==================== design 1
==> design_1/io_placement.png <==
Drawn at 3 px/µm. Pins as bars across the die edge, other pins in gray.
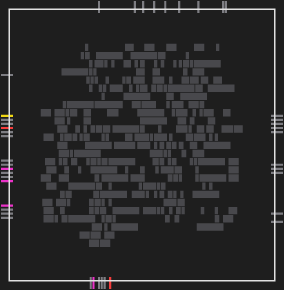

--- config.mk ---
export PLATFORM = sky130hd
export DESIGN_NAME = lu_arbiter
export DESIGN_NICKNAME = d
export VERILOG_FILES = /design/src/rtl/lu_arbiter.sv
export SDC_FILE = /design/constraint.sdc
export NUM_CORES = 1
export LEC_CHECK = 0
export ABC_AREA = 1
export CELL_PAD_IN_SITES_DETAIL_PLACEMENT = 0
export CELL_PAD_IN_SITES_GLOBAL_PLACEMENT = 1
export CORE_AREA = 10 10 78 80
export DETAILED_ROUTE_END_ITERATION = 6
export DIE_AREA = 0 0 88 90
export PLACE_DENSITY_LB_ADDON = 0.3
export RECOVER_POWER = 100
export SETUP_SLACK_MARGIN = 0.15
export SYNTH_ARGS = -nofsm -noshare
export SYNTH_HDL_FRONTEND = slang
export SYNTH_SLANG_ARGS = --single-unit
--- constraint.sdc ---
create_clock -name clk -period 1.5 [get_ports clk]
set_clock_uncertainty 0.05 [all_clocks]
set_input_delay 0.225 -clock clk [delete_from_list [all_inputs] [get_ports clk]]
set_output_delay 0.225 -clock clk [all_outputs]
set_load 0.03 [all_outputs]
--- src/rtl/lu_arbiter.sv ---
// Round-robin arbiter sharing one 4-bit logic unit (AND/OR/XOR/NOT) between two requesters.
// Latency: grant one cycle after req is sampled in IDLE, result valid one cycle after grant.
// Backpressure: result held in DONE until res_rdy; no new grant is issued until the result drains.

module lu_logic_unit (
    input  logic [3:0] x_i,
    input  logic [3:0] y_i,
    input  logic [1:0] op_i,
    output logic [3:0] res_o
);
    always_comb begin
        res_o = 4'b0000;
        unique case (op_i)
            2'b00:   res_o = x_i & y_i;
            2'b01:   res_o = x_i | y_i;
            2'b10:   res_o = x_i ^ y_i;
            default: res_o = ~x_i;
        endcase
    end
endmodule

module lu_arbiter #(
    parameter int CNT_W = 8
) (
    input  logic             clk,
    input  logic             rst_n,
    input  logic             req0,
    input  logic [3:0]       x0,
    input  logic [3:0]       y0,
    input  logic [1:0]       op0,
    input  logic             req1,
    input  logic [3:0]       x1,
    input  logic [3:0]       y1,
    input  logic [1:0]       op1,
    output logic             gnt0,
    output logic             gnt1,
    output logic [3:0]       res,
    output logic             res_id,
    output logic             res_vld,
    input  logic             res_rdy,
    output logic             busy,
    output logic [CNT_W-1:0] op_cnt
);
    typedef enum logic [1:0] {
        S_IDLE = 2'd0,
        S_EXEC = 2'd1,
        S_DONE = 2'd2
    } state_t;

    state_t           state_q, state_d;
    logic             ptr_q, ptr_d;
    logic             win_q, win_d;
    logic [3:0]       x_q, x_d;
    logic [3:0]       y_q, y_d;
    logic [1:0]       op_q, op_d;
    logic [3:0]       res_q, res_d;
    logic             res_id_q, res_id_d;
    logic [CNT_W-1:0] cnt_q, cnt_d;

    logic             grant_vld;
    logic             grant_id;
    logic [3:0]       lu_res;

    // Under contention the pointer picks; otherwise whoever is asking wins.
    assign grant_vld = (state_q == S_IDLE) && (req0 || req1);
    assign grant_id  = (req0 && req1) ? ptr_q : req1;

    lu_logic_unit u_lu (
        .x_i   (x_q),
        .y_i   (y_q),
        .op_i  (op_q),
        .res_o (lu_res)
    );

    always_ff @(posedge clk or negedge rst_n) begin
        if (!rst_n) begin
            state_q <= S_IDLE;
        end else begin
            state_q <= state_d;
        end
    end

    always_comb begin
        state_d = state_q;
        unique case (state_q)
            S_IDLE:  if (grant_vld) state_d = S_EXEC;
            S_EXEC:  state_d = S_DONE;
            S_DONE:  if (res_rdy) state_d = S_IDLE;
            default: state_d = S_IDLE;
        endcase
    end

    always_comb begin
        gnt0    = (state_q == S_EXEC) && !win_q;
        gnt1    = (state_q == S_EXEC) &&  win_q;
        res_vld = (state_q == S_DONE);
        busy    = (state_q != S_IDLE);
    end

    always_comb begin
        ptr_d    = ptr_q;
        win_d    = win_q;
        x_d      = x_q;
        y_d      = y_q;
        op_d     = op_q;
        res_d    = res_q;
        res_id_d = res_id_q;
        cnt_d    = cnt_q;
        if (grant_vld) begin
            win_d = grant_id;
            ptr_d = !grant_id;
            x_d   = grant_id ? x1  : x0;
            y_d   = grant_id ? y1  : y0;
            op_d  = grant_id ? op1 : op0;
        end
        if (state_q == S_EXEC) begin
            res_d    = lu_res;
            res_id_d = win_q;
        end
        if ((state_q == S_DONE) && res_rdy) begin
            cnt_d = cnt_q + CNT_W'(1);
        end
    end

    always_ff @(posedge clk or negedge rst_n) begin
        if (!rst_n) begin
            ptr_q    <= 1'b0;
            win_q    <= 1'b0;
            x_q      <= 4'b0000;
            y_q      <= 4'b0000;
            op_q     <= 2'b00;
            res_q    <= 4'b0000;
            res_id_q <= 1'b0;
            cnt_q    <= '0;
        end else begin
            ptr_q    <= ptr_d;
            win_q    <= win_d;
            x_q      <= x_d;
            y_q      <= y_d;
            op_q     <= op_d;
            res_q    <= res_d;
            res_id_q <= res_id_d;
            cnt_q    <= cnt_d;
        end
    end

    assign res    = res_q;
    assign res_id = res_id_q;
    assign op_cnt = cnt_q;

endmodule

==================== design 2
--- config.mk ---
export PLATFORM = sky130hd
export DESIGN_NAME = dcdc_controller
export DESIGN_NICKNAME = d
export VERILOG_FILES = /design/src/rtl/dcdc_pkg.sv /design/src/rtl/dcdc_pwm.sv /design/src/rtl/dcdc_controller.sv
export SDC_FILE = /design/constraint.sdc
export NUM_CORES = 1
export LEC_CHECK = 0
export ABC_AREA = 1
export CORE_ASPECT_RATIO = 1.75
export CORE_UTILIZATION = 40
export DETAILED_ROUTE_END_ITERATION = 8
export PLACE_DENSITY_LB_ADDON = 0.08
export SYNTH_ARGS = -nofsm -noshare
export SYNTH_HDL_FRONTEND = slang
export SYNTH_SLANG_ARGS = --single-unit
--- constraint.sdc ---
create_clock -name clk -period 3.5 [get_ports clk]
set_input_delay 0.525 -clock clk [delete_from_list [all_inputs] [get_ports clk]]
set_output_delay 0.525 -clock clk [all_outputs]
set_load 0.01 [all_outputs]
--- src/rtl/dcdc_pkg.sv ---
// Shared defaults, derived widths and helpers for the DC-DC PWM controller.
package dcdc_pkg;

    localparam int PWM_PERIOD_DEFAULT = 200;
    localparam int DUTY_MAX_DEFAULT   = 180;
    localparam int DUTY_STEP_DEFAULT  = 1;

    localparam int CNT_W  = $clog2(PWM_PERIOD_DEFAULT);
    localparam int DUTY_W = $clog2(DUTY_MAX_DEFAULT + 1);

    typedef enum logic [1:0] {
        UPD_LIMIT = 2'd0,
        UPD_RAISE = 2'd1,
        UPD_LOWER = 2'd2,
        UPD_HOLD  = 2'd3
    } upd_e;

    // Done in int so neither direction can wrap in the narrow duty register.
    function automatic int sat_add(input int value, input int step, input int ceiling);
        return (ceiling - value < step) ? ceiling : value + step;
    endfunction

    function automatic int sat_sub(input int value, input int step);
        return (value < step) ? 0 : value - step;
    endfunction

endpackage

--- src/rtl/dcdc_pwm.sv ---
// Switching-period counter, period-end strobe and registered duty comparator.
module dcdc_pwm
    import dcdc_pkg::*;
#(
    parameter int  PWM_PERIOD = PWM_PERIOD_DEFAULT,
    parameter int  DUTY_MAX   = DUTY_MAX_DEFAULT,
    localparam int CW         = $clog2(PWM_PERIOD),
    localparam int DW         = $clog2(DUTY_MAX + 1)
) (
    input  logic          clk,
    input  logic          rst,
    input  logic [DW-1:0] duty,
    output logic [CW-1:0] cnt,
    output logic          period_end,
    output logic          driver
);

    assign period_end = (cnt == CW'(PWM_PERIOD - 1));

    // Driver lags cnt by one clock, so a duty loaded at period end governs
    // the whole following period starting at cnt == 0.
    always_ff @(posedge clk) begin
        if (rst) begin
            cnt    <= '0;
            driver <= 1'b0;
        end else begin
            driver <= (32'(cnt) < 32'(duty));
            cnt    <= period_end ? '0 : cnt + CW'(1);
        end
    end

endmodule

--- src/rtl/dcdc_controller.sv ---
// CV/CC regulation loop: one duty step per switching period, current limit first.
module dcdc_controller
    import dcdc_pkg::*;
#(
    parameter int PWM_PERIOD = PWM_PERIOD_DEFAULT,
    parameter int DUTY_MAX   = DUTY_MAX_DEFAULT,
    parameter int DUTY_STEP  = DUTY_STEP_DEFAULT
) (
    input  logic        clk,
    input  logic        rst,
    input  logic [15:0] voltageSet,
    input  logic [15:0] currentSet,
    input  logic [23:0] DCDC_VSense,
    input  logic [23:0] DCDC_CSense,
    output logic        DCDC_Driver,
    output logic        DCDC_CV
);

    localparam int CW = $clog2(PWM_PERIOD);
    localparam int DW = $clog2(DUTY_MAX + 1);

    logic [15:0]   vfb;
    logic [15:0]   ifb;
    logic [7:0]    unused_sense_lsb;
    logic [CW-1:0] cnt;
    logic          period_end;
    logic [DW-1:0] duty;
    logic [DW-1:0] duty_inc;
    logic [DW-1:0] duty_dec;
    upd_e          upd;

    assign vfb              = DCDC_VSense[23:8];
    assign ifb              = DCDC_CSense[23:8];
    assign unused_sense_lsb = DCDC_VSense[7:0] ^ DCDC_CSense[7:0];

    dcdc_pwm #(
        .PWM_PERIOD (PWM_PERIOD),
        .DUTY_MAX   (DUTY_MAX)
    ) u_pwm (
        .clk        (clk),
        .rst        (rst),
        .duty       (duty),
        .cnt        (cnt),
        .period_end (period_end),
        .driver     (DCDC_Driver)
    );

    // Equal current is still inside the limit; only strictly above trips CC.
    always_comb begin
        upd = UPD_HOLD;
        if (ifb > currentSet) begin
            upd = UPD_LIMIT;
        end else if (vfb < voltageSet) begin
            upd = UPD_RAISE;
        end else if (vfb > voltageSet) begin
            upd = UPD_LOWER;
        end
    end

    always_comb begin
        duty_inc = DW'(sat_add(int'(duty), DUTY_STEP, DUTY_MAX));
        duty_dec = DW'(sat_sub(int'(duty), DUTY_STEP));
    end

    always_ff @(posedge clk) begin
        if (rst) begin
            duty    <= '0;
            DCDC_CV <= 1'b0;
        end else if (period_end) begin
            unique case (upd)
                UPD_LIMIT: begin
                    DCDC_CV <= 1'b0;
                    duty    <= duty_dec;
                end
                UPD_RAISE: begin
                    DCDC_CV <= 1'b1;
                    duty    <= duty_inc;
                end
                UPD_LOWER: begin
                    DCDC_CV <= 1'b1;
                    duty    <= duty_dec;
                end
                UPD_HOLD: begin
                    DCDC_CV <= 1'b1;
                end
            endcase
        end
    end

endmodule

==================== design 3
**src/rtl/data_mem_arb_pkg.sv**
```systemverilog
// rtl/data_mem_arb_pkg.sv - shared types and constants for the data memory arbiter
package data_mem_arb_pkg;

    localparam int NUM_PORTS = 2;

    typedef enum logic [1:0] {
        IDLE      = 2'd0,
        READ_WAIT = 2'd1,
        WRITE     = 2'd2,
        RESP      = 2'd3
    } state_t;

    typedef logic port_idx_t;

endpackage

```
**src/rtl/rr_arbiter2.sv**
```systemverilog
// rtl/rr_arbiter2.sv - two-port round-robin grant logic, purely combinational
module rr_arbiter2
    import data_mem_arb_pkg::*;
(
    input  logic [1:0] req,
    input  port_idx_t  last_grant,
    output logic [1:0] grant,
    output port_idx_t  winner
);

    // On a tie the port that did not win last time goes first; otherwise the lone requester wins
    always_comb begin
        winner = (req == 2'b11) ? ~last_grant : req[1];
        grant  = (req != 2'b00) ? (2'b01 << winner) : 2'b00;
    end

endmodule

```
**src/rtl/data_mem_arbiter.sv**
```systemverilog
// rtl/data_mem_arbiter.sv - serialises CPU and loader accesses onto the single data memory
module data_mem_arbiter
    import data_mem_arb_pkg::*;
#(
    parameter int ADDR_W  = 64,
    parameter int DATA_W  = 64,
    parameter int MEM_LAT = 1
) (
    input  logic              clk,
    input  logic              reset,
    input  logic [1:0]        req_valid,
    input  logic [1:0]        req_we,
    input  logic [ADDR_W-1:0] req_addr0,
    input  logic [ADDR_W-1:0] req_addr1,
    input  logic [DATA_W-1:0] req_wdata0,
    input  logic [DATA_W-1:0] req_wdata1,
    output logic [1:0]        req_ready,
    output logic [1:0]        rsp_valid,
    output logic [DATA_W-1:0] rsp_rdata,
    output logic [ADDR_W-1:0] mem_raddress,
    output logic [ADDR_W-1:0] mem_waddress,
    output logic [DATA_W-1:0] mem_datain,
    output logic              mem_wr,
    input  logic [DATA_W-1:0] mem_dataout,
    output logic              busy
);

    localparam int CNT_W = (MEM_LAT > 1) ? $clog2(MEM_LAT) : 1;
    localparam logic [CNT_W-1:0] CNT_LAST = CNT_W'(MEM_LAT - 1);

    state_t            state_q, state_d;
    port_idx_t         last_grant_q, last_grant_d;
    port_idx_t         port_q, port_d;
    logic              we_q, we_d;
    logic [ADDR_W-1:0] addr_q, addr_d;
    logic [DATA_W-1:0] wdata_q, wdata_d;
    logic [DATA_W-1:0] rsp_q, rsp_d;
    logic [CNT_W-1:0]  cnt_q, cnt_d;

    logic [1:0] grant;
    port_idx_t  winner;

    rr_arbiter2 u_rr (
        .req        (req_valid),
        .last_grant (last_grant_q),
        .grant      (grant),
        .winner     (winner)
    );

    // Next-state and output decode; reset suppresses every pulse output in the same cycle
    always_comb begin
        state_d      = state_q;
        last_grant_d = last_grant_q;
        port_d       = port_q;
        we_d         = we_q;
        addr_d       = addr_q;
        wdata_d      = wdata_q;
        rsp_d        = rsp_q;
        cnt_d        = cnt_q;
        req_ready    = 2'b00;
        rsp_valid    = 2'b00;
        rsp_rdata    = '0;
        mem_raddress = '0;
        mem_waddress = '0;
        mem_datain   = '0;
        mem_wr       = 1'b0;
        busy         = 1'b0;
        case (state_q)
            IDLE: begin
                cnt_d = '0;
                if (req_valid != 2'b00) begin
                    req_ready    = grant;
                    busy         = 1'b1;
                    last_grant_d = winner;
                    port_d       = winner;
                    we_d         = req_we[winner];
                    addr_d       = winner ? req_addr1 : req_addr0;
                    wdata_d      = winner ? req_wdata1 : req_wdata0;
                    state_d      = req_we[winner] ? WRITE : READ_WAIT;
                end
            end
            READ_WAIT: begin
                busy         = 1'b1;
                mem_raddress = addr_q;
                mem_waddress = addr_q;
                if (cnt_q == CNT_LAST) begin
                    rsp_d   = mem_dataout;
                    cnt_d   = '0;
                    state_d = RESP;
                end else begin
                    cnt_d = cnt_q + CNT_W'(1);
                end
            end
            WRITE: begin
                busy         = 1'b1;
                mem_raddress = addr_q;
                mem_waddress = addr_q;
                mem_datain   = wdata_q;
                mem_wr       = 1'b1;
                rsp_d        = '0;
                state_d      = RESP;
            end
            RESP: begin
                busy         = 1'b1;
                mem_raddress = addr_q;
                mem_waddress = addr_q;
                rsp_valid    = 2'b01 << port_q;
                rsp_rdata    = rsp_q;
                state_d      = IDLE;
            end
            default: state_d = IDLE;
        endcase
        if (reset) begin
            req_ready = 2'b00;
            rsp_valid = 2'b00;
            mem_wr    = 1'b0;
        end
    end

    // State register with synchronous reset; last grant starts at port 1 so port 0 wins the first tie
    always_ff @(posedge clk) begin
        if (reset) begin
            state_q      <= IDLE;
            last_grant_q <= 1'b1;
            port_q       <= 1'b0;
            we_q         <= 1'b0;
            addr_q       <= '0;
            wdata_q      <= '0;
            rsp_q        <= '0;
            cnt_q        <= '0;
        end else begin
            state_q      <= state_d;
            last_grant_q <= last_grant_d;
            port_q       <= port_d;
            we_q         <= we_d;
            addr_q       <= addr_d;
            wdata_q      <= wdata_d;
            rsp_q        <= rsp_d;
            cnt_q        <= cnt_d;
        end
    end

endmodule
```
**config.mk**
```make
export PLATFORM = sky130hd
export DESIGN_NAME = data_mem_arbiter
export DESIGN_NICKNAME = d
export VERILOG_FILES = /design/src/rtl/data_mem_arb_pkg.sv /design/src/rtl/rr_arbiter2.sv /design/src/rtl/data_mem_arbiter.sv
export SDC_FILE = /design/constraint.sdc
export NUM_CORES = 1
export LEC_CHECK = 0
export ABC_AREA = 1
export CORE_AREA = 2 2 232 234
export DETAILED_ROUTE_END_ITERATION = 8
export DIE_AREA = 0 0 234 236
export GPL_TIMING_DRIVEN = 0
export PLACE_DENSITY = 0.52
export SETUP_SLACK_MARGIN = 0.1
export SKIP_LAST_GASP = 1
export SLEW_MARGIN = 20
export SYNTH_ARGS = -nofsm -noshare
export SYNTH_HDL_FRONTEND = slang
export SYNTH_SLANG_ARGS = --single-unit
```
**constraint.sdc**
```tcl
create_clock -name clk -period 4.87 [get_ports clk]
set_input_delay 0.974 -clock clk [delete_from_list [all_inputs] [get_ports clk]]
set_output_delay 0.974 -clock clk [all_outputs]
set_load 0.02 [all_outputs]
```
==> design_1/io_fan.png <==
Drawn at 4 px/µm.
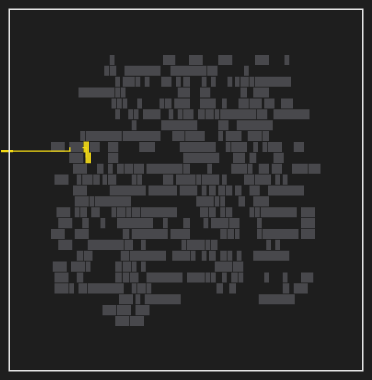
legend:
  yellow:
    port: req0
    direction: input
    edge: west
    end_cells: 2
    buffers: 1
    wire: 18.6 µm

==> design_1/flops_by_reg.png <==
Drawn at 3 px/µm. Other sequential cells in the stronger gray, the rest of the logic in the fainter gray.
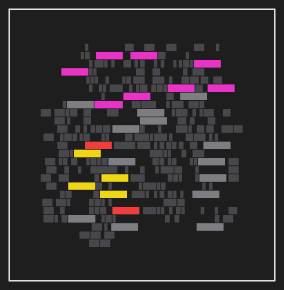
legend:
  magenta:
    netlist_name: op_cnt
    sequential_cells: 8
    where: north
  yellow:
    netlist_name: x_q
    sequential_cells: 4
  red:
    netlist_name: op_q
    sequential_cells: 2

About design_1/io_placement.png:
legend:
  red:
    port: op0
    pins: 2
    direction: input
    edge: 1 west, 1 south
  yellow:
    port: req0
    pins: 1
    direction: input
    edge: west
  magenta:
    port: x0
    pins: 4
    direction: input
    edge: 3 west, 1 south
PortBufs: 41
Die Wd: 88 µm

==> results.txt, design 1 <==
yosys + openroad results -> Post-CTS Setup Bufs=5, Clk pin slew, worst setup/hold paths=0.10 ns, ao+oa area frac=0.0671, Max-Cap Viols=0, MUX share of area=0, worst vdd ir=0.660 mV, final setup margin=0.0730 ns, largest net degree at the start of global routing=28, worst-margin pin slew=0.684 ns, hold endpoint=res[1]$_DFFE_PN0N_, Latency at later pin=0.27 ns, Post-Syn Area=1490 µm², async set or reset register ratio after synthesis=1.00, outcome=finished clean, uppermost routed layer=met4, sequential cell fraction of total power=0.328
-- design 1: cell type report --
class | instances | area (µm²)
flip-flops and latches | 27 | 677
inverters | 23 | 91.3
multi-input cells | 131 | 748
fillers | 465 | 2400
well taps | 54 | 67.6
repair buffers | 63 | 571
clock buffers | 4 | 45.0
-- design 1: power groups by stage --
stage | Clock (mW) | Sequential, mW | Combinational, mW
floorplan | 0 | 1.52 | 1.16
CTS | 0.431 | 1.35 | 2.16
global placement | 0 | 1.36 | 2.11
finish | 0.417 | 1.37 | 2.38
global route | 0.463 | 1.42 | 2.64
detailed placement | 0 | 1.37 | 2.12
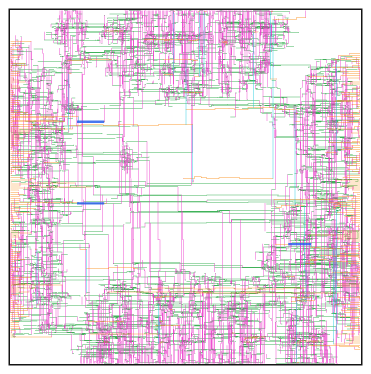
(design_3/wires.png)
Drawn at 1.5 px/µm.
legend:
  cyan:
    layer: metal 4
    wire_length: 976 µm
  magenta:
    layer: metal 2
    wire_length: 25.3 mm
  green:
    layer: metal 1
    wire_length: 21.0 mm
  blue:
    layer: metal 5
    wire_length: 46.9 µm
  orange:
    layer: metal 3
    wire_length: 3,460 µm

==> results.txt, design 3 <==
yosys + openroad results -> Critical R2R Launch=state_q[0]$_SDFFE_PP0P_, DRT Pass-1 Iters=7, number of global-route vias before repair=12,300, Power Clock=1.47 mW, final number of setup-violating endpoints=0, outcome=finished clean, Tool Warnings=29, flip-flop and latch power=2.21 mW, I/O Pins=588, Comb power frac=0.466, Biggest consumer=combinational cells, Post-synth seq share=0.387, hold depth=2, placed cell areas=16,900 µm², worst vdd ir=0.266 mV, CP Cell Sequence=clkdlybuf4s50_1 -> nand2_2 -> nand2_4 -> nand2_1 -> nor2_2 -> buf_4 -> clkdlybuf4s50_1, Crit. End Element=primary output, Fillers=5,771, XOR/XNOR Area Share=0, cycle use final=0.905
design 3: worst reg2reg max path: stages (launching register included):
cell and delay (ns):
dfxtp_1 0.33, inv_1 0.11, ha_1 0.24, inv_1 0.09, nor2_4 0.21, nand2_1 0.09
nor2_2 0.34, buf_2 0.36, nand2_1 0.11, nand3_1 0.08
design 3: area by class of cell:
cell class / count / area share
repair buffers: 585 / 0.335
multi-input cells: 1032 / 0.254
flip-flops and latches: 196 / 0.225
plain buffers: 178 / 0.0578
well taps: 696 / 0.0499
inverters: 207 / 0.0445
clock buffers: 20 / 0.0262
clock inverters: 11 / 0.00731
diodes: 1 / 0.000143
==> design_2/io_placement.png <==
Drawn at 4 px/µm. Pins as bars across the die edge, other pins in gray.
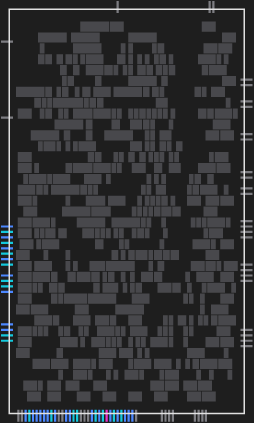
legend:
  cyan:
    port: currentSet
    pins: 16
    direction: input
    edge: 8 south, 8 west
  blue:
    port: DCDC_CSense
    pins: 24
    direction: input
    edge: 16 south, 8 west
  magenta:
    port: DCDC_CV
    pins: 1
    direction: output
    edge: south
all pins by edge: 41 south, 22 east, 18 west, 3 north
Die Wd: 58.4 µm
PortBufs: 67
die height: 101 µm

==> results.txt, design 2 <==
yosys + openroad results -> RSZ-0062 raised after global routing=false, Clk pwr share=0.291, Post-CTS Setup Bufs=0, Largest cell class=multi-input combinational cells, most used flip-flop cell=dfxtp_1, largest net degree at the start of global routing=15, via count=2,298, Sum Neg Setup Slack=0 ns, Clk pin slew, worst setup/hold paths=0.07 ns, row count=35, Root Buffer=clkbuf_8, Layout clock buffers=4, yosys simple share=0.333, outcome=finished clean, final setup margin=1.20 ns, drt first-iter violations=48, Core Util, Final=0.568, sequential cell area share=0.120, Ys Warns=0, first-pass GRT wire length=8250 µm
-- design 2: worst max-delay path by stage --
stage | end | cells past startpoint
after detailed placement | duty[2]$_SDFFE_PP0P_ | 12
after floorplan | duty[6]$_SDFFE_PP0P_ | 15
after global placement | duty[3]$_SDFFE_PP0P_ | 13
after global routing | duty[4]$_SDFFE_PP0P_ | 12
after CTS | duty[2]$_SDFFE_PP0P_ | 12
final | duty[3]$_SDFFE_PP0P_ | 12


==> gallery <==
Routing congestion.
image #1
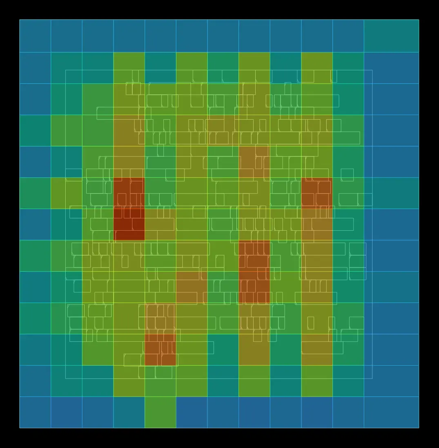
image #2
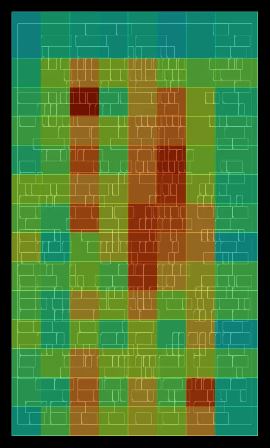
image #3
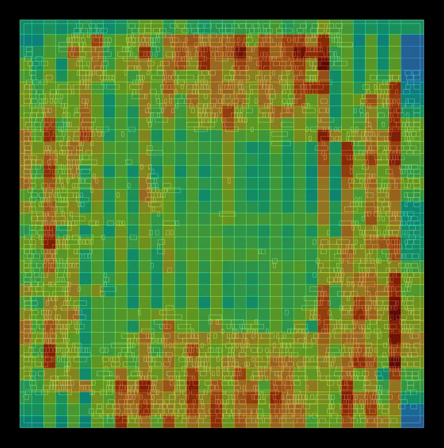
| from | picture |
|---|---|
| design 3 | image #3 |
| design 2 | image #2 |
| design 1 | image #1 |

Power and IR drop assume default switching activity.
